######## block 1 ########
### Routing congestion, block 1

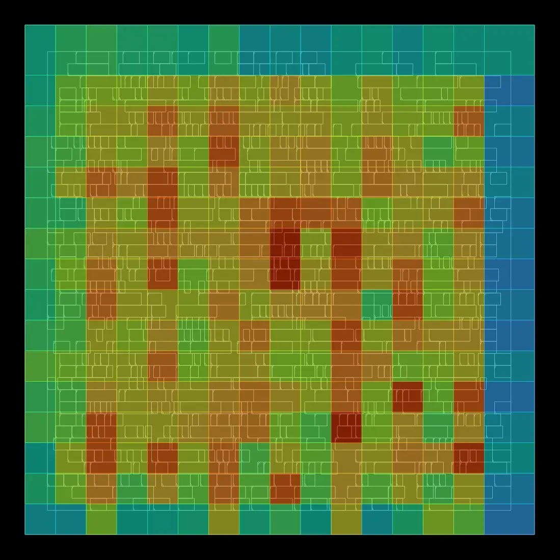

File: src/rtl/seq_digit_adder.sv
// seq_digit_adder: multi-cycle digit-serial add/subtract with start/busy/done handshake
//   Params : WIDTH operand width, DIGIT bits per cycle (must divide WIDTH)
//   Inputs : clk, rst_n (async, active-low), start, sub, in1, in2, cin
//   Outputs: busy, done (1-cycle pulse), out, carry_out
//            overflow, zero only when ADDER_FLAGS_EN is defined
module seq_digit_adder #(
  parameter int WIDTH = 32,
  parameter int DIGIT = 4
) (
  input  logic             clk,
  input  logic             rst_n,
  input  logic             start,
  input  logic             sub,
  input  logic [WIDTH-1:0] in1,
  input  logic [WIDTH-1:0] in2,
  input  logic             cin,
  output logic             busy,
  output logic             done,
  output logic [WIDTH-1:0] out,
  output logic             carry_out
`ifdef ADDER_FLAGS_EN
  ,
  output logic             overflow,
  output logic             zero
`endif
);
  localparam int STEPS = WIDTH / DIGIT;
  localparam int CW = STEPS > 1 ? $clog2(STEPS) : 1;
  typedef enum logic [1:0] {IDLE, RUN, DONE} state_t;
  state_t state_q, state_d;
  logic [WIDTH-1:0] a_q, a_d, b_q, b_d, res_q, res_d, out_q, out_d, res_n;
  logic [CW-1:0] cnt_q, cnt_d;
  logic c_q, c_d, busy_q, busy_d, done_q, done_d, carry_q, carry_d;
  logic [DIGIT:0] sum;
  logic last;
`ifdef ADDER_FLAGS_EN
  logic ovf_q, ovf_d, zero_q, zero_d, msb_c;
`endif
  always_comb begin
    sum = {1'b0, a_q[DIGIT-1:0]} + {1'b0, b_q[DIGIT-1:0]} + {{DIGIT{1'b0}}, c_q};
    // new digit enters at the MSB end; after STEPS digits the LSD sits at bit 0
    res_n = WIDTH'({sum[DIGIT-1:0], res_q} >> DIGIT);
    last = cnt_q == CW'(STEPS - 1);
    state_d = state_q;
    a_d = a_q;
    b_d = b_q;
    c_d = c_q;
    res_d = res_q;
    cnt_d = cnt_q;
    busy_d = busy_q;
    done_d = 1'b0;
    out_d = out_q;
    carry_d = carry_q;
`ifdef ADDER_FLAGS_EN
    // carry into the MSB is recovered from the top sum bit of the last digit
    msb_c = a_q[DIGIT-1] ^ b_q[DIGIT-1] ^ sum[DIGIT-1];
    ovf_d = ovf_q;
    zero_d = zero_q;
`endif
    if (start && state_q != RUN) begin
      state_d = RUN;
      a_d = in1;
      b_d = sub ? ~in2 : in2;
      c_d = sub | cin;
      cnt_d = '0;
      busy_d = 1'b1;
    end else if (state_q == RUN) begin
      a_d = a_q >> DIGIT;
      b_d = b_q >> DIGIT;
      c_d = sum[DIGIT];
      res_d = res_n;
      cnt_d = cnt_q + 1'b1;
      if (last) begin
        state_d = DONE;
        busy_d = 1'b0;
        done_d = 1'b1;
        out_d = res_n;
        carry_d = sum[DIGIT];
`ifdef ADDER_FLAGS_EN
        ovf_d = msb_c ^ sum[DIGIT];
        zero_d = res_n == '0;
`endif
      end
    end else if (state_q == DONE) begin
      state_d = IDLE;
    end
  end
  always_ff @(posedge clk or negedge rst_n) begin
    if (!rst_n) begin
      state_q <= IDLE;
      a_q <= '0;
      b_q <= '0;
      c_q <= 1'b0;
      res_q <= '0;
      cnt_q <= '0;
      busy_q <= 1'b0;
      done_q <= 1'b0;
      out_q <= '0;
      carry_q <= 1'b0;
`ifdef ADDER_FLAGS_EN
      ovf_q <= 1'b0;
      zero_q <= 1'b0;
`endif
    end else begin
      state_q <= state_d;
      a_q <= a_d;
      b_q <= b_d;
      c_q <= c_d;
      res_q <= res_d;
      cnt_q <= cnt_d;
      busy_q <= busy_d;
      done_q <= done_d;
      out_q <= out_d;
      carry_q <= carry_d;
`ifdef ADDER_FLAGS_EN
      ovf_q <= ovf_d;
      zero_q <= zero_d;
`endif
    end
  end
  assign busy = busy_q;
  assign done = done_q;
  assign out = out_q;
  assign carry_out = carry_q;
`ifdef ADDER_FLAGS_EN
  assign overflow = ovf_q;
  assign zero = zero_q;
`endif
endmodule

File: config.mk
export PLATFORM = sky130hd
export DESIGN_NAME = seq_digit_adder
export DESIGN_NICKNAME = d
export VERILOG_FILES = /design/src/rtl/seq_digit_adder.sv
export SDC_FILE = /design/constraint.sdc
export NUM_CORES = 1
export LEC_CHECK = 0
export ABC_AREA = 1
export CAP_MARGIN = 25
export CORE_MARGIN = 5
export CORE_UTILIZATION = 52
export CTS_CLUSTER_SIZE = 28
export DETAILED_ROUTE_END_ITERATION = 12
export PLACE_DENSITY_LB_ADDON = 0.05
export SYNTH_ARGS = -nofsm -noshare
export SYNTH_HDL_FRONTEND = slang
export SYNTH_SLANG_ARGS = --single-unit
File: constraint.sdc
create_clock -name clk -period 2 [get_ports clk]
set_input_delay 0.4 -clock clk [delete_from_list [all_inputs] [get_ports clk]]
set_output_delay 0.4 -clock clk [all_outputs]
set_load 0.01 [all_outputs]
######## block 2 ########
**src/rtl/fp16_mul_result_stage.sv**
```systemverilog
// rtl/fp16_mul_result_stage.sv - registered fp16 multiplier result stage
// Small FIFO with sNaN quieting, sticky status flags and saturating result counters.
module fp16_mul_result_stage #(
   parameter int DEPTH = 2,
   parameter int CNT_W = 16
) (
   input  logic             clk,
   input  logic             reset,
   input  logic             in_valid,
   output logic             in_ready,
   input  logic [15:0]      in_p,
   input  logic [5:0]       in_class,
   output logic             out_valid,
   input  logic             out_ready,
   output logic [15:0]      out_p,
   output logic [5:0]       out_class,
   input  logic             flags_clear,
   output logic             flag_invalid,
   output logic             flag_class_err,
   output logic [CNT_W-1:0] cnt_total,
   output logic [CNT_W-1:0] cnt_nan
);

   localparam int AW = (DEPTH > 1) ? $clog2(DEPTH) : 1;
   localparam logic [AW:0] FULL_OCC = (AW+1)'(DEPTH);
   localparam logic [CNT_W-1:0] CNT_MAX = '1;

   logic [15:0]   memP     [DEPTH];
   logic [5:0]    memClass [DEPTH];
   logic [AW-1:0] wrPtr;
   logic [AW-1:0] rdPtr;
   logic [AW:0]   occupancy;

   logic          push;
   logic          pop;
   logic          isSnan;
   logic          isNan;
   logic          oneHot;
   logic [15:0]   storeP;
   logic [5:0]    storeClass;

   assign in_ready  = !reset && (occupancy < FULL_OCC);
   assign out_valid = (occupancy != '0);
   assign push      = in_valid && in_ready;
   assign pop       = out_valid && out_ready;

   assign out_p     = out_valid ? memP[rdPtr]     : 16'h0000;
   assign out_class = out_valid ? memClass[rdPtr] : 6'b000000;

   assign isSnan = in_class[5];
   assign isNan  = in_class[5] | in_class[4];
   assign oneHot = (in_class != 6'b000000) && ((in_class & (in_class - 6'd1)) == 6'b000000);

   // Quieting an sNaN keeps sign, exponent and payload; only the quiet bit is forced.
   assign storeP     = isSnan ? (in_p | 16'h0200) : in_p;
   assign storeClass = isSnan ? 6'b010000 : in_class;

   function automatic logic [CNT_W-1:0] nextCount(input logic [CNT_W-1:0] cur,
                                                  input logic inc, input logic clr);
      if (clr)
         return {{(CNT_W-1){1'b0}}, inc};
      else if (inc && (cur != CNT_MAX))
         return cur + CNT_W'(1);
      else
         return cur;
   endfunction

   // Storage needs no reset: occupancy alone decides what is visible.
   always_ff @(posedge clk) begin
      if (push) begin
         memP[wrPtr]     <= storeP;
         memClass[wrPtr] <= storeClass;
      end
   end

   always_ff @(posedge clk) begin
      if (reset) begin
         wrPtr          <= '0;
         rdPtr          <= '0;
         occupancy      <= '0;
         flag_invalid   <= 1'b0;
         flag_class_err <= 1'b0;
         cnt_total      <= '0;
         cnt_nan        <= '0;
      end else begin
         if (push)
            wrPtr <= wrPtr + AW'(1);
         if (pop)
            rdPtr <= rdPtr + AW'(1);
         case ({push, pop})
            2'b10:   occupancy <= occupancy + (AW+1)'(1);
            2'b01:   occupancy <= occupancy - (AW+1)'(1);
            default: occupancy <= occupancy;
         endcase
         flag_invalid   <= (flag_invalid   && !flags_clear) || (push && isSnan);
         flag_class_err <= (flag_class_err && !flags_clear) || (push && !oneHot);
         cnt_total      <= nextCount(cnt_total, push, flags_clear);
         cnt_nan        <= nextCount(cnt_nan, push && isNan, flags_clear);
      end
   end

endmodule

```
**config.mk**
```make
export PLATFORM = sky130hd
export DESIGN_NAME = fp16_mul_result_stage
export DESIGN_NICKNAME = d
export VERILOG_FILES = /design/src/rtl/fp16_mul_result_stage.sv
export SDC_FILE = /design/constraint.sdc
export NUM_CORES = 1
export LEC_CHECK = 0
export ABC_AREA = 1
export CORE_UTILIZATION = 45
export CTS_CLUSTER_DIAMETER = 60
export DETAILED_ROUTE_END_ITERATION = 10
export PLACE_DENSITY = 0.7
export SYNTH_ARGS = -nofsm -noshare
export SYNTH_HDL_FRONTEND = slang
export SYNTH_SLANG_ARGS = --single-unit
```
**constraint.sdc**
```tcl
create_clock -name clk -period 5.7 [get_ports clk]
set_input_delay 1.14 -clock clk [delete_from_list [all_inputs] [get_ports clk]]
set_output_delay 1.14 -clock clk [all_outputs]
set_load 0.005 [all_outputs]
```
######## block 3 ########
<file path="src/rtl/pc_seq_if.sv">
// Fetch-side bundle of the PC sequencer: redirect requests in, fetch address and RAS status out.
// The sequencer side uses the slave modport; the control/fetch side uses master.
interface pc_seq_if #(
  parameter int ADDR_W = 32
);
  // Handshake: pc is meaningful only while pc_valid is 1; fetch_ready=1 on a clock
  // edge means the current pc was consumed, so the sequencer may advance sequentially.
  logic              fetch_ready;
  logic              stall;
  logic              br_taken;
  logic [ADDR_W-1:0] br_target;
  logic              call;
  logic [ADDR_W-1:0] call_target;
  logic              ret;
  logic              trap;
  logic [ADDR_W-1:0] pc;
  logic              pc_valid;
  logic              ras_empty;
  logic              ras_full;
  logic              ras_ovf;
  logic              ras_unf;
  logic              misalign;

  modport master (
    output fetch_ready, stall, br_taken, br_target, call, call_target, ret, trap,
    input  pc, pc_valid, ras_empty, ras_full, ras_ovf, ras_unf, misalign
  );

  modport slave (
    input  fetch_ready, stall, br_taken, br_target, call, call_target, ret, trap,
    output pc, pc_valid, ras_empty, ras_full, ras_ovf, ras_unf, misalign
  );
endinterface

</file>
<file path="src/rtl/pc_sequencer.sv">
// Fetch PC sequencer with return-address stack; priority trap > ret > call > branch > step.
// Optional target alignment trap enabled by defining PC_ALIGN_CHECK_EN.
module pc_sequencer #(
  parameter int                ADDR_W    = 32,
  parameter logic [ADDR_W-1:0] RESET_VEC = '0,
  parameter int                STEP      = 4,
  parameter int                RAS_DEPTH = 4,
  parameter logic [ADDR_W-1:0] TRAP_VEC  = ADDR_W'(32'h0000_0100)
) (
  input logic     clk,
  input logic     rst_n,
  pc_seq_if.slave bus
);

  localparam int                PTR_W    = $clog2(RAS_DEPTH);
  localparam int                CNT_W    = $clog2(RAS_DEPTH + 1);
  localparam logic [CNT_W-1:0]  CNT_FULL = CNT_W'(RAS_DEPTH);
  localparam logic [ADDR_W-1:0] STEP_V   = ADDR_W'(STEP);

  logic [ADDR_W-1:0] pc_q;
  logic              valid_q;
  logic [CNT_W-1:0]  cnt_q;
  logic [PTR_W-1:0]  ptr_q;
  logic              ovf_q, unf_q, mis_q;
  logic [ADDR_W-1:0] ras_mem [RAS_DEPTH];

  logic [ADDR_W-1:0] pc_inc;
  logic [PTR_W-1:0]  ptr_dec;
  logic [ADDR_W-1:0] ras_top;
  logic              br_mis, call_mis, ret_mis;

  logic [ADDR_W-1:0] pc_n;
  logic              do_push, do_pop, do_flush;
  logic              ovf_n, unf_n, mis_n;

  assign pc_inc  = pc_q + STEP_V;
  assign ptr_dec = ptr_q - PTR_W'(1);
  assign ras_top = ras_mem[ptr_dec];

`ifdef PC_ALIGN_CHECK_EN
  localparam logic [ADDR_W-1:0] ALIGN_MASK = STEP_V - ADDR_W'(1);
  assign br_mis   = |(bus.br_target & ALIGN_MASK);
  assign call_mis = |(bus.call_target & ALIGN_MASK);
  assign ret_mis  = |(ras_top & ALIGN_MASK);
`else
  assign br_mis   = 1'b0;
  assign call_mis = 1'b0;
  assign ret_mis  = 1'b0;
`endif

  // The first edge after reset only raises pc_valid; requests are honoured from then on.
  always_comb begin
    pc_n     = pc_q;
    do_push  = 1'b0;
    do_pop   = 1'b0;
    do_flush = 1'b0;
    ovf_n    = 1'b0;
    unf_n    = 1'b0;
    mis_n    = 1'b0;
    if (!valid_q) begin
      pc_n = pc_q;
    end else if (bus.trap) begin
      pc_n     = TRAP_VEC;
      do_flush = 1'b1;
    end else if (bus.ret) begin
      if (cnt_q == '0) begin
        pc_n  = pc_inc;
        unf_n = 1'b1;
      end else begin
        do_pop = 1'b1;
        pc_n   = ret_mis ? TRAP_VEC : ras_top;
        mis_n  = ret_mis;
      end
    end else if (bus.call) begin
      if (call_mis) begin
        pc_n  = TRAP_VEC;
        mis_n = 1'b1;
      end else begin
        do_push = 1'b1;
        pc_n    = bus.call_target;
        ovf_n   = (cnt_q == CNT_FULL);
      end
    end else if (bus.br_taken) begin
      pc_n  = br_mis ? TRAP_VEC : bus.br_target;
      mis_n = br_mis;
    end else if (bus.fetch_ready && !bus.stall) begin
      pc_n = pc_inc;
    end
  end

  // Circular stack: ptr_q is the next free slot, so a push on a full stack lands on the oldest entry.
  always_ff @(posedge clk or negedge rst_n) begin
    if (!rst_n) begin
      pc_q    <= RESET_VEC;
      valid_q <= 1'b0;
      cnt_q   <= '0;
      ptr_q   <= '0;
      ovf_q   <= 1'b0;
      unf_q   <= 1'b0;
      mis_q   <= 1'b0;
    end else begin
      pc_q    <= pc_n;
      valid_q <= 1'b1;
      ovf_q   <= ovf_n;
      unf_q   <= unf_n;
      mis_q   <= mis_n;
      if (do_flush) begin
        cnt_q <= '0;
        ptr_q <= '0;
      end else if (do_push) begin
        ptr_q <= ptr_q + PTR_W'(1);
        if (cnt_q != CNT_FULL) cnt_q <= cnt_q + CNT_W'(1);
      end else if (do_pop) begin
        ptr_q <= ptr_dec;
        cnt_q <= cnt_q - CNT_W'(1);
      end
    end
  end

  always_ff @(posedge clk) begin
    if (do_push) ras_mem[ptr_q] <= pc_inc;
  end

  assign bus.pc        = pc_q;
  assign bus.pc_valid  = valid_q;
  assign bus.ras_empty = (cnt_q == '0);
  assign bus.ras_full  = (cnt_q == CNT_FULL);
  assign bus.ras_ovf   = ovf_q;
  assign bus.ras_unf   = unf_q;
  assign bus.misalign  = mis_q;

endmodule

</file>
<file path="src/flat_wrapper.sv">
// flat-port wrapper written by rule: the top's interface ports become plain ports
module pc_sequencer_flat 
#(
  parameter int                ADDR_W    = 32,
  parameter logic [ADDR_W-1:0] RESET_VEC = '0,
  parameter int                STEP      = 4,
  parameter int                RAS_DEPTH = 4,
  parameter logic [ADDR_W-1:0] TRAP_VEC  = ADDR_W'(32'h0000_0100)
)
  (clk, rst_n, bus_fetch_ready, bus_stall, bus_br_taken, bus_br_target, bus_call, bus_call_target, bus_ret, bus_trap, bus_pc, bus_pc_valid, bus_ras_empty, bus_ras_full, bus_ras_ovf, bus_ras_unf, bus_misalign);
  pc_seq_if #(.ADDR_W(ADDR_W)) bus_i ();
  input logic clk;
  input logic rst_n;
  input wire logic [$bits(bus_i.fetch_ready)-1:0] bus_fetch_ready;
  input wire logic [$bits(bus_i.stall)-1:0] bus_stall;
  input wire logic [$bits(bus_i.br_taken)-1:0] bus_br_taken;
  input wire logic [$bits(bus_i.br_target)-1:0] bus_br_target;
  input wire logic [$bits(bus_i.call)-1:0] bus_call;
  input wire logic [$bits(bus_i.call_target)-1:0] bus_call_target;
  input wire logic [$bits(bus_i.ret)-1:0] bus_ret;
  input wire logic [$bits(bus_i.trap)-1:0] bus_trap;
  output wire logic [$bits(bus_i.pc)-1:0] bus_pc;
  output wire logic [$bits(bus_i.pc_valid)-1:0] bus_pc_valid;
  output wire logic [$bits(bus_i.ras_empty)-1:0] bus_ras_empty;
  output wire logic [$bits(bus_i.ras_full)-1:0] bus_ras_full;
  output wire logic [$bits(bus_i.ras_ovf)-1:0] bus_ras_ovf;
  output wire logic [$bits(bus_i.ras_unf)-1:0] bus_ras_unf;
  output wire logic [$bits(bus_i.misalign)-1:0] bus_misalign;
  assign bus_i.fetch_ready = bus_fetch_ready;
  assign bus_i.stall = bus_stall;
  assign bus_i.br_taken = bus_br_taken;
  assign bus_i.br_target = bus_br_target;
  assign bus_i.call = bus_call;
  assign bus_i.call_target = bus_call_target;
  assign bus_i.ret = bus_ret;
  assign bus_i.trap = bus_trap;
  assign bus_pc = bus_i.pc;
  assign bus_pc_valid = bus_i.pc_valid;
  assign bus_ras_empty = bus_i.ras_empty;
  assign bus_ras_full = bus_i.ras_full;
  assign bus_ras_ovf = bus_i.ras_ovf;
  assign bus_ras_unf = bus_i.ras_unf;
  assign bus_misalign = bus_i.misalign;
  pc_sequencer #(.ADDR_W(ADDR_W), .RESET_VEC(RESET_VEC), .STEP(STEP), .RAS_DEPTH(RAS_DEPTH), .TRAP_VEC(TRAP_VEC)) u_core (.clk(clk), .rst_n(rst_n), .bus(bus_i));
endmodule
</file>
<file path="config.mk">
export PLATFORM = sky130hd
export DESIGN_NAME = pc_sequencer_flat
export DESIGN_NICKNAME = d
export VERILOG_FILES = /design/src/rtl/pc_seq_if.sv /design/src/rtl/pc_sequencer.sv /design/src/flat_wrapper.sv
export SDC_FILE = /design/constraint.sdc
export NUM_CORES = 1
export LEC_CHECK = 0
export CAP_MARGIN = 20
export CORE_MARGIN = 5
export CORE_UTILIZATION = 50
export DETAILED_ROUTE_END_ITERATION = 7
export GPL_ROUTABILITY_DRIVEN = 0
export MAX_ROUTING_LAYER = met4
export PLACE_DENSITY = 0.73
export SETUP_SLACK_MARGIN = 0.2
export SYNTH_ARGS = -nofsm -noshare
export SYNTH_HDL_FRONTEND = slang
export SYNTH_SLANG_ARGS = --single-unit
</file>
<file path="constraint.sdc">
create_clock -name clk -period 4.3 [get_ports clk]
set_input_delay 0.86 -clock clk [delete_from_list [all_inputs] [get_ports clk]]
set_output_delay 0.86 -clock clk [all_outputs]
set_load 0.02 [all_outputs]
</file>
######## block 4 ########
[src/rtl/dmem_arb_pkg.sv]
// Shared types and helpers for the data-memory arbiter.
// Holds the FSM state enum, size codes, byte-enable constants and lane helpers.
package dmem_arb_pkg;

   typedef enum logic [1:0] {
      ST_IDLE,
      ST_ISSUE,
      ST_WAIT,
      ST_RESP
   } state_t;

   localparam logic [1:0] SZ_HALF = 2'b01;
   localparam logic [1:0] SZ_WORD = 2'b10;

   localparam logic [3:0] BE_LO  = 4'b0011;
   localparam logic [3:0] BE_HI  = 4'b1100;
   localparam logic [3:0] BE_ALL = 4'b1111;

   function automatic logic [31:0] sext16(input logic [15:0] h);
      return {{16{h[15]}}, h};
   endfunction

   // Illegal size codes count as misaligned so they never reach memory.
   function automatic logic misaligned(
      input logic [1:0] size,
      input logic [1:0] a
   );
      logic m;
      case (size)
         SZ_HALF: m = a[0];
         SZ_WORD: m = |a;
         default: m = 1'b1;
      endcase
      return m;
   endfunction

endpackage

[src/rtl/dmem_lane_align.sv]
// Combinational lane aligner: store byte enables / lane replication,
// load extraction with halfword sign extension, and misalignment flag.
// Ports:
//   size  in  2   access size code (SZ_HALF / SZ_WORD)
//   a     in  2   byte offset within the word
//   wdata in  32  raw store data
//   rdata in  32  raw memory read word
//   mis   out 1   access is misaligned or has an illegal size
//   be    out 4   byte enables
//   wlane out 32  lane-replicated store data
//   rext  out 32  extracted (and sign-extended) load data
module dmem_lane_align
   import dmem_arb_pkg::*;
(
   input  logic [1:0]  size,
   input  logic [1:0]  a,
   input  logic [31:0] wdata,
   input  logic [31:0] rdata,
   output logic        mis,
   output logic [3:0]  be,
   output logic [31:0] wlane,
   output logic [31:0] rext
);

   always_comb begin
      mis   = misaligned(size, a);
      be    = BE_ALL;
      wlane = wdata;
      rext  = rdata;
      if (size != SZ_WORD) begin
         be    = a[1] ? BE_HI : BE_LO;
         wlane = {2{wdata[15:0]}};
         rext  = sext16(a[1] ? rdata[31:16]
                             : rdata[15:0]);
      end
   end

endmodule

[src/rtl/dmem_access_arbiter.sv]
// Single-port data memory owner: arbitrates pipeline MEM-stage and debug
// word accesses, sequences IDLE->ISSUE->WAIT->RESP, aligns halfword lanes.
// Optional macro ARB_FAIR_EN: after MAX_PIPE_GRANTS consecutive pipeline
// grants taken while d_req waits, the next arbitration goes to debug.
// Ports:
//   clock, reset            rising-edge clock, synchronous active-high reset
//   p_req/we/size/addr/wdata pipeline request (held until p_done)
//   p_rdata/p_done/p_err    pipeline response (one-cycle done pulse)
//   stall_o                 p_req & ~p_done
//   d_req/we/addr/wdata     debug word request (held until d_done)
//   d_rdata/d_done          debug response
//   m_en/we/be/addr/wdata   memory strobe and write side
//   m_rdata                 memory read data, LATENCY cycles after m_en
module dmem_access_arbiter
   import dmem_arb_pkg::*;
#(
   parameter int ADDR_W          = 12,
   parameter int LATENCY         = 1,
   parameter int MAX_PIPE_GRANTS = 4
) (
   input  logic              clock,
   input  logic              reset,
   input  logic              p_req,
   input  logic              p_we,
   input  logic [1:0]        p_size,
   input  logic [ADDR_W-1:0] p_addr,
   input  logic [31:0]       p_wdata,
   output logic [31:0]       p_rdata,
   output logic              p_done,
   output logic              p_err,
   output logic              stall_o,
   input  logic              d_req,
   input  logic              d_we,
   input  logic [ADDR_W-1:0] d_addr,
   input  logic [31:0]       d_wdata,
   output logic [31:0]       d_rdata,
   output logic              d_done,
   output logic              m_en,
   output logic              m_we,
   output logic [3:0]        m_be,
   output logic [ADDR_W-3:0] m_addr,
   output logic [31:0]       m_wdata,
   input  logic [31:0]       m_rdata
);

   if (LATENCY < 1 || LATENCY > 15 ||
       MAX_PIPE_GRANTS < 1) begin : g_bad_cfg
      $error("dmem_access_arbiter: bad parameters");
   end

   state_t state;

   logic       own_dbg;
   logic       l_we;
   logic [1:0] l_size;
   logic [1:0] l_a;
   logic [3:0] wcnt;

   logic              dbg_pref;
   logic              p_win;
   logic              sel_we;
   logic [1:0]        sel_size;
   logic [1:0]        sel_a;
   logic [ADDR_W-3:0] sel_waddr;
   logic [31:0]       sel_wdata;

   logic [1:0]  al_size;
   logic [1:0]  al_a;
   logic        al_mis;
   logic [3:0]  al_be;
   logic [31:0] al_wlane;
   logic [31:0] al_rext;

`ifdef ARB_FAIR_EN
   localparam int CW = $clog2(MAX_PIPE_GRANTS + 1);
   logic [CW-1:0] fcnt;

   assign dbg_pref = d_req &
      (fcnt >= CW'(MAX_PIPE_GRANTS));
`else
   assign dbg_pref = 1'b0;
`endif

   assign p_win   = p_req & ~dbg_pref;
   assign stall_o = p_req & ~p_done;

   // Debug is always a word access; its low
   // address bits ride along but are ignored.
   always_comb begin
      sel_we    = d_we;
      sel_size  = SZ_WORD;
      sel_a     = d_addr[1:0];
      sel_waddr = d_addr[ADDR_W-1:2];
      sel_wdata = d_wdata;
      if (p_win) begin
         sel_we    = p_we;
         sel_size  = p_size;
         sel_a     = p_addr[1:0];
         sel_waddr = p_addr[ADDR_W-1:2];
         sel_wdata = p_wdata;
      end
   end

   // In IDLE the aligner sees the incoming
   // winner (store lanes registered into
   // m_*); later it sees the latched access
   // for load extraction.
   assign al_size = (state == ST_IDLE) ?
                    sel_size : l_size;
   assign al_a    = (state == ST_IDLE) ?
                    sel_a : l_a;

   dmem_lane_align u_align (
      .size  (al_size),
      .a     (al_a),
      .wdata (sel_wdata),
      .rdata (m_rdata),
      .mis   (al_mis),
      .be    (al_be),
      .wlane (al_wlane),
      .rext  (al_rext)
   );

   always_ff @(posedge clock) begin
      if (reset) begin
         state   <= ST_IDLE;
         own_dbg <= 1'b0;
         l_we    <= 1'b0;
         l_size  <= 2'b00;
         l_a     <= 2'b00;
         wcnt    <= 4'd0;
         p_rdata <= 32'd0;
         p_done  <= 1'b0;
         p_err   <= 1'b0;
         d_rdata <= 32'd0;
         d_done  <= 1'b0;
         m_en    <= 1'b0;
         m_we    <= 1'b0;
         m_be    <= 4'd0;
         m_addr  <= '0;
         m_wdata <= 32'd0;
`ifdef ARB_FAIR_EN
         fcnt    <= '0;
`endif
      end else begin
         p_done <= 1'b0;
         p_err  <= 1'b0;
         d_done <= 1'b0;
         m_en   <= 1'b0;
         m_we   <= 1'b0;
         m_be   <= 4'd0;
`ifdef ARB_FAIR_EN
         if (!d_req)
            fcnt <= '0;
`endif
         unique case (state)
            ST_IDLE: begin
               if (p_req | d_req) begin
                  own_dbg <= ~p_win;
                  l_we    <= sel_we;
                  l_size  <= sel_size;
                  l_a     <= sel_a;
`ifdef ARB_FAIR_EN
                  if (!p_win)
                     fcnt <= '0;
                  else if (d_req)
                     fcnt <= fcnt + CW'(1);
`endif
                  if (p_win && al_mis) begin
                     // Bad pipeline access: answer
                     // directly, memory untouched.
                     state   <= ST_RESP;
                     p_done  <= 1'b1;
                     p_err   <= 1'b1;
                     p_rdata <= 32'd0;
                  end else begin
                     state   <= ST_ISSUE;
                     m_en    <= 1'b1;
                     m_we    <= sel_we;
                     m_be    <= al_be;
                     m_addr  <= sel_waddr;
                     m_wdata <= al_wlane;
                  end
               end
            end
            ST_ISSUE: begin
               if (l_we) begin
                  state <= ST_RESP;
                  if (own_dbg) begin
                     d_done  <= 1'b1;
                     d_rdata <= 32'd0;
                  end else begin
                     p_done  <= 1'b1;
                     p_rdata <= 32'd0;
                  end
               end else begin
                  state <= ST_WAIT;
                  wcnt  <= 4'(LATENCY - 1);
               end
            end
            ST_WAIT: begin
               if (wcnt == 4'd0) begin
                  state <= ST_RESP;
                  if (own_dbg) begin
                     d_done  <= 1'b1;
                     d_rdata <= al_rext;
                  end else begin
                     p_done  <= 1'b1;
                     p_rdata <= al_rext;
                  end
               end else begin
                  wcnt <= wcnt - 4'd1;
               end
            end
            ST_RESP: begin
               state <= ST_IDLE;
            end
            default: begin
               state <= ST_IDLE;
            end
         endcase
      end
   end

endmodule
[config.mk]
export PLATFORM = sky130hd
export DESIGN_NAME = dmem_access_arbiter
export DESIGN_NICKNAME = d
export VERILOG_FILES = /design/src/rtl/dmem_arb_pkg.sv /design/src/rtl/dmem_lane_align.sv /design/src/rtl/dmem_access_arbiter.sv
export SDC_FILE = /design/constraint.sdc
export NUM_CORES = 1
export LEC_CHECK = 0
export ABC_AREA = 1
export CAP_MARGIN = 0
export CORE_UTILIZATION = 48
export CTS_BUF_LIST = sky130_fd_sc_hd__clkbuf_8
export DETAILED_ROUTE_END_ITERATION = 16
export GPL_TIMING_DRIVEN = 0
export MAX_ROUTING_LAYER = met4
export PLACE_DENSITY = 0.92
export SETUP_SLACK_MARGIN = 0.1
export SLEW_MARGIN = 20
export SYNTH_ARGS = -nofsm -noshare
export SYNTH_HDL_FRONTEND = slang
export SYNTH_SLANG_ARGS = --single-unit
[constraint.sdc]
create_clock -name clock -period 5.63 [get_ports clock]
set_input_delay 0.8445 -clock clock [delete_from_list [all_inputs] [get_ports clock]]
set_output_delay 0.8445 -clock clock [all_outputs]
set_load 0.02 [all_outputs]
### A small window of the routed layout, block 4

Window x 76 to 96, y 19 to 39 um. Cells in grey, sequential cells in the stronger grey; small squares are vias.
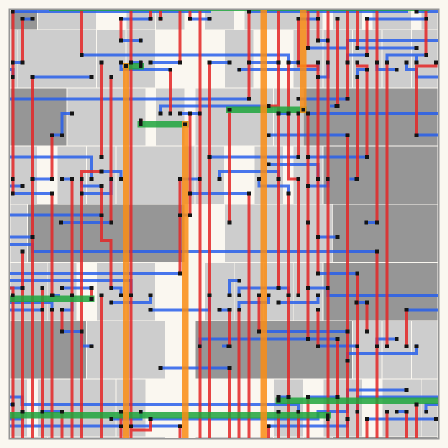
[met4] orange
[met2] red
[met3] green
[met1] blue
cells with their middle in the window: 45
most frequent: nand2_1 (15), nor2_1 (14)
netlist names of flops here include: m_wdata (5), m_addr (1)
sequential cells in the window: 6

==> ds_physical_params.txt, block 4 <==
Physical design parameters

Parameter                              Value

Final layout
  Syn-to-layout area delta .................. 49.8%

Place
  Placed cell count .................. 1268

Synthesis
  Cell with the most instances after synthesis .................. nand2_1
  Summed standard-cell area reported by yosys .................. 6050 um2
  Biggest area contributors in the synthesized netlist .................. dfxtp_1, nand2_1, a21oi_1
  Post-synthesis compound-gate area fraction .................. 15.4%
  Area share of the largest cell type after synthesis .................. 41.4%
  Primary FF master, synth .................. dfxtp_1
  Average instance area after synthesis .................. 7.06 um2
  Unique masters post-synth .................. 32

Global route
  Wire length of the first global-routing pass .................. 33600 um

Detailed routing
  Routed via count divided by cell count .................. 5.33
  Wirelength, routed .................. 22000 um

Timing
  Setup tns final .................. 0 ns
  Actual transition at the worst max-transition pin .................. 0.715 ns

Setup path
  Highest fanout seen on the critical path .................. 10

CTS
  TritonCTS clock tree .................. yes
  Worst-Skew Late Latency .................. 0.44 ns
  Number of sinks handled by clock tree synthesis .................. 125

Die
  Number of rows created at floorplan .................. 40

Power
  Clock group .................. 0.000756 W

Worst hold path
  Hold Path Depth .................. 2

Status
  Run status .................. finished clean
==> block 4: per-stage QoR <==
| stage | hold slack, ns | instance area [um2] | utilization, % | power [W] | setup WS (ns) |
|---|---|---|---|---|---|
| 4_1_cts | 0.473 | 9060 | 74.5 | 0.00493 | 1.61 |
| 3_3_place_gp | 0.449 | 8690 | 71.5 | 0.00409 | 1.20 |
| 2_1_floorplan | 0.440 | 6050 | - | 0.00309 | 2.66 |
| 5_1_grt | 0.487 | 9060 | 74.5 | 0.00527 | 1.18 |
| 3_5_place_dp | 0.461 | 8690 | 71.5 | 0.00415 | 1.16 |
| 6_report | 0.472 | 9060 | 74.5 | 0.00497 | 1.51 |
==> block 4: final timing paths <==
kind | slack (ns) | start | end
worst max-delay path | 1.51 | p_req | m_wdata[28]
worst min-delay path | 0.47 | l_size[0] | l_size[0]
worst max register to register | 2.53 | state[0] | m_wdata[28]
worst min register to register | 0.47 | l_size[0] | l_size[0]
==> block 4: sequential cells by signal, indices dropped and copies added (netlist names), 2 cells and up <==
name / cells
d_rdata: 32
l_a: 2
l_size: 2
m_addr: 10
m_be: 2
m_wdata: 32
p_rdata: 32
state: 2
wcnt: 4
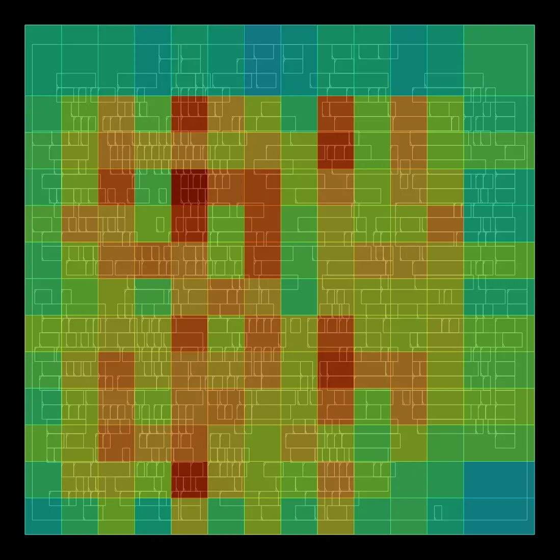
*Routing congestion, block 2*
overall routing resource usage: 20.6%
met3 track demand over resource in global routing: 5.29%
GR Util met1: 25.0%
final core utilization: 60.3%
GR Layer Usage met2: 36.0%

==> ds_physical_params.txt, block 2 <==
Physical design parameters

Parameter                              Value

Setup path
  RR Endpoint .................. memP[1][8]
  Kind of start point of the critical path .................. input port
  Worst r2r path cells .................. 3

Synthesis
  Post-synthesis compound-gate area fraction .................. 10.2%
  Area fraction in full adders, half adders and majority gates .................. 0.941%
  Total nets after synthesis .................. 518
  Comb area leader .................. simple AND/OR/NAND/NOR gates
  Multiplexer fraction of the synthesized cell area .................. 0%
  Biggest area contributors in the synthesized netlist .................. edfxtp_1, dfxtp_1, nand2_1
  Area share of the largest cell type after synthesis .................. 31.6%
  Count of flip-flops with a built-in enable after synthesis .................. 42

Detailed routing
  Average wire per cell in the routed design .................. 12.9 um
  Wirelength, routed .................. 8740 um

Status
  Run status .................. finished clean

Timing
  Cycle use final .................. 62.6%
  Final tally of max-slew violations .................. 0

CTS
  H-tree depth .................. 3

Global route
  Via count of the first global-routing pass .................. 3220
block 2: critical path, cell delays in order:
cell	delay (ns)
clkdlybuf4s50_1	0.58
nor2_4	0.19
clkdlybuf4s50_1	0.52
block 2: per-stage QoR:
step	utilization, %	hold slack [ns]	setup slack [ns]	cell area, um2
6_report	60.3	0.498	2.13	5050
5_1_grt	60.3	0.542	2.06	5050
4_1_cts	60.3	0.491	2.12	5050
3_5_place_dp	58.2	0.479	2.12	4880
3_3_place_gp	58.2	0.469	2.13	4880
2_1_floorplan	-	0.459	2.88	3990
block 2: layer usage:
metal	GRT usage [%]	wire length, um	share of wire [%]
met4	5.72	74	0.85
met3	5.29	528	6.0
met1	25.0	4070	47
met2	36.0	4080	47
met5	0	0	0
block 2: cell type report:
class                      instances  area [um2]
fill                             741        3330
multi-input combinational        351        1700
clock buffer                       9         124
timing repair buffer              85         846
sequential                        81        2040
tap                              105         131
clock inverter                     7        53.8
inverter                          41         156
block 2: report_power, final:
part	leakage, nW	internal, W	switching, W
Clock	0.0822	0.000161	0.000217
Combinational	0.994	0.000101	0.000109
Sequential	0.701	0.000636	0.0000123
Total	1.78	0.000898	0.000338
### Metal layers overlaid, block 3

(3 px per um)
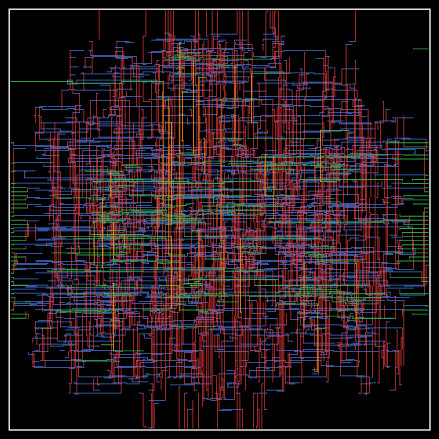
[met2] red | wire length: 11700 um
[met4] orange | wire length: 716 um
[met3] green | wire length: 2200 um
[met1] blue | wire length: 9710 um

==> ds_physical_params.txt, block 3 <==
Physical design parameters

Parameter                              Value

Synthesis
  Gate count after technology mapping .................. 661
  Number of storage elements in the synthesis netlist .................. 168
  Post-synth seq share .................. 57.5%
  Average instance area after synthesis .................. 12.7 um2
  Total nets after synthesis .................. 739
  Summed standard-cell area reported by yosys .................. 8420 um2

Timing
  Actual transition at the worst max-transition pin .................. 0.995 ns
  Minimum period implied by the final worst setup slack .................. 3.41 ns
  Worst Hold Slack .................. 0.351 ns
  Slew HR .................. 33.6%
  Final tally of max-slew violations .................. 0

Power
  Combinational power share .................. 34.3%
  P_sw .................. 0.00188 W
  Top power group .................. registers
  IR drop worst, VDD .................. 0.315 mV
  Leak .................. 3.63 nW
  Switching part of the total power .................. 34.2%

Place
  Worst slack at placement .................. 0.953 ns
  Total half-perimeter wirelength after legalization and detailed placement .................. 16400 um
  Placed cell count .................. 967

Global route
  Met3 track demand over resource in global routing .................. 4.91%
  GR Layer Usage met2 .................. 40.3%
  GR Util met1 .................. 33.6%
  Wire length of the first global-routing pass .................. 37500 um

Job
  Number of warnings the tools reported .................. 29

Detailed routing
  DR top layer .................. met4
  Via total after detailed routing .................. 6478
  Wirelength, routed .................. 24400 um

Die
  Area of the die .................. 19500 um2
  Die extent in x .................. 140 um
  Overall die height .................. 140 um

Setup path
  Critical path's most frequent cell .................. buf_4
  Highest fanout seen on the critical path .................. 34
  Peak per-stage delay on the critical path .................. 0.67 ns
  Kind of start point of the critical path .................. register
  Category of the worst setup path capture point .................. output port
  Crit path from .................. u_core.cnt_q[0]
  Critical-path cell list .................. or3_1 > buf_4 > inv_1 > buf_4 > clkdlybuf4s50_1

Final layout
  Number of nets in the finished design .................. 845

CTS
  H-tree depth .................. 4
  TritonCTS clock tree .................. yes

Status
  Run status .................. finished clean

Worst hold path
  Path type of the worst min-delay path .................. in -> async
==> block 3: flip-flops by register name (all words and copies together) (netlist names) <==
signal / cells
u_core.bus.pc: 32
u_core.bus.pc_valid: 1
u_core.bus.ras_ovf: 1
u_core.bus.ras_unf: 1
u_core.cnt_q: 3
u_core.ptr_q: 2
u_core.ras_mem: 128
==> block 3: cell usage in the layout, fill, tap and decap left out, types with 8 or more instances in the layout <==
cell,instances
dfrtp_1,39
and2_1,10
clkbuf_16,17
nor2_1,31
a21oi_1,24
o21ai_0,30
xnor2_1,14
o211ai_1,9
nor3_1,9
nand3_1,17
inv_1,19
o22ai_1,14
clkdlybuf4s50_1,105
a22oi_1,8
buf_4,23
o31ai_1,9
edfxtp_1,128
mux4_2,32
nand2_1,61
a221o_1,11
nand4_1,12
==> block 3: cell type report <==
type	instances	area [um2]	share of cell area, %
repair buffers	133	1280	12.3
flip-flops and latches	168	4850	46.8
multi-input cells	428	3320	32.1
inverters	19	71.3	0.689
well taps	220	275	2.66
clock inverters	12	129	1.24
clock buffers	19	433	4.18
### Clock wires, drivers and flops, block 1

(2 px per um)
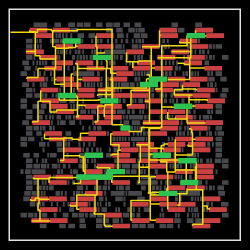
[clock wires] yellow | length: 1570 um
[flip-flops] red | count: 133
[cells driving clock nets] green | count: 17
flops lie: widely spread
routed clock nets: 18

Notes on 'Routing congestion' of block 1 above:
global routing's busiest layer: met2
GR Layer Usage met2: 35.5%
GR Util met1: 26.7%
overall routing resource usage: 21.1%
average wire per cell in the routed design: 14.4 um

==> ds_physical_params.txt, block 1 <==
Physical design parameters

Parameter                              Value

Global route
  Wire length of the first global-routing pass .................. 21800 um
  Largest net degree at the start of global routing .................. 62
  Initial antenna violation count .................. 0
  Overflow after GRT .................. 0

Power
  Combinational power share .................. 37.1%
  Seq pwr share .................. 36.0%
  Power Density .................. 1590 nW/um2
  P_sw .................. 0.00431 W
  Share of power burned in the clock network .................. 26.8%
  IR drop worst, VDD .................. 0.902 mV

Setup path
  Highest fanout seen on the critical path .................. 2
  Peak per-stage delay on the critical path .................. 0.55 ns
  Kind of start point of the critical path .................. register
  R2R Path Start .................. a_q[0]
  Worst setup path endpoint .................. out[29]
  Critical path required time .................. 1.60 ns
  Category of the worst setup path capture point .................. output port
  Number of buffer and inverter instances along the worst setup path .................. 1
  Critical-path cell list .................. clkdlybuf4s50_1
  Crit path arrival time .................. 1.45 ns

Worst hold path
  Hold Path Depth .................. 3
  Path type of the worst min-delay path .................. in -> reg

Synthesis
  Gate count after technology mapping .................. 634
  Summed standard-cell area reported by yosys .................. 5710 um2
  Multiplexer fraction of the synthesized cell area .................. 0%
  Synthesis Warnings .................. 0
  Count of flip-flops with a built-in enable after synthesis .................. 0

Final layout
  Total of fill cells in the finished design .................. 877
  Number of nets in the finished design .................. 811

Place
  Final estimated routing congestion in global placement .................. 0.797
  Cell Area, Placed .................. 6930 um2

Status
  Run status .................. finished clean

CTS
  H-tree depth .................. 4

Detailed routing
  Antenna-violating nets left .................. 0
  Met3 layer wire length in the routed design .................. 630 um
  Met1 Wirelength .................. 5550 um

Timing
  Minimum period implied by the final worst setup slack .................. 1.85 ns
  Final tally of max-slew violations .................. 0
  Actual transition at the worst max-transition pin .................. 0.417 ns
  Slew HR .................. 72.2%
==> block 1: placed cells by master (no fill, tap or decap), types with 4 or more instances in the layout <==
cell and n:
buf_12 6, inv_1 42, clkdlybuf4s50_1 101, o211ai_1 17, bufinv_16 4, o21ai_0 35
nand2_1 246, nand3_1 44, xnor2_1 5, clkbuf_16 16, ha_1 5, clkinvlp_4 4
dfrtp_1 133, o21ai_1 26, xor2_1 28, buf_4 7
==> block 1: area by class of cell <==
cell class | instances | area (um2) | share of cell area, %
Sequential cell | 133 | 3330 | 44.0
Multi-Input combinational cell | 421 | 2050 | 27.2
Timing Repair Buffer | 117 | 1210 | 16.0
Clock buffer | 20 | 445 | 5.89
Clock inverter | 12 | 178 | 2.35
Tap cell | 140 | 175 | 2.32
Inverter | 45 | 169 | 2.23
==> block 1: per-stage QoR <==
stage,hold WS [ns],instances,setup slack (ns)
global route,0.367,888,0.104
CTS,0.325,888,0.111
detailed placement,0.347,855,0.235
finish,0.345,888,0.146
global placement,0.344,855,0.283
floorplan,0.104,634,0.406
==> block 1: worst min-delay path: cells and delay by family <==
kind	cells	cell delay, ns
XOR/XNOR	1	0.17
AND-OR/OR-AND	1	0.06
buffers and inverters	1	0.19


==> gallery <==
A small window of the routed layout.
(a)
Window x 76 to 96, y 19 to 39 um. Cells in grey, sequential cells in the stronger grey; small squares are vias.
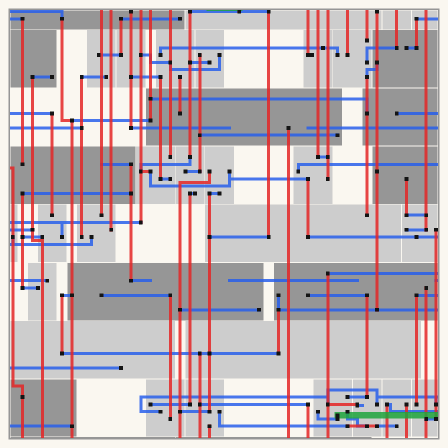
(b)
Window x 62 to 82, y 14 to 34 um. Cells in grey, sequential cells in the stronger grey; small squares are vias.
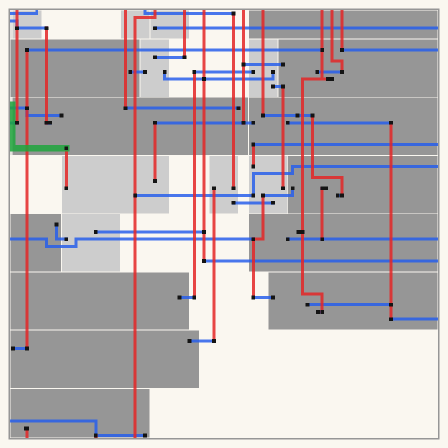
(c)
Window x 95 to 115, y 25 to 45 um. Cells in grey, sequential cells in the stronger grey; small squares are vias.
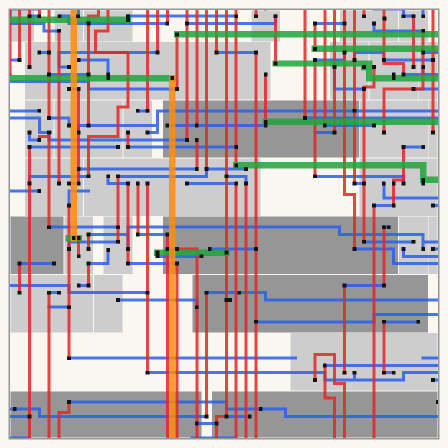
For block 1, see (a).
For block 2, see (b).
For block 3, see (c).

Key to (b):
[met1] blue
[met3] green
[met2] red
sequential cells in the window: 10
most frequent: edfxtp_1 (9), nand2_1 (3)
cells with their middle in the window: 16
netlist names of flops here include: memP (5), memClass (4)


==> screenshots <==
Clock wires, drivers and flops.
image #1
(2 px per um)
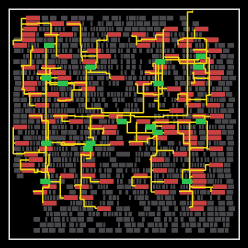
image #2
(2 px per um)
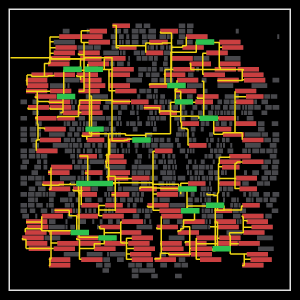
image #3
(3 px per um)
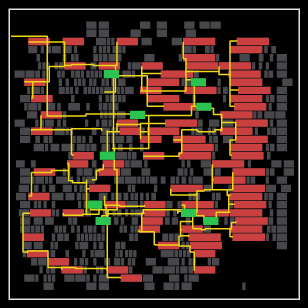
Of these, most sequential cells: image #2
Of these, smallest die: image #3
Block 2 is image #3.
Block 4 is image #1.
Block 3 is image #2.

No activity file was given, so power comes from the tool's default toggle rates.
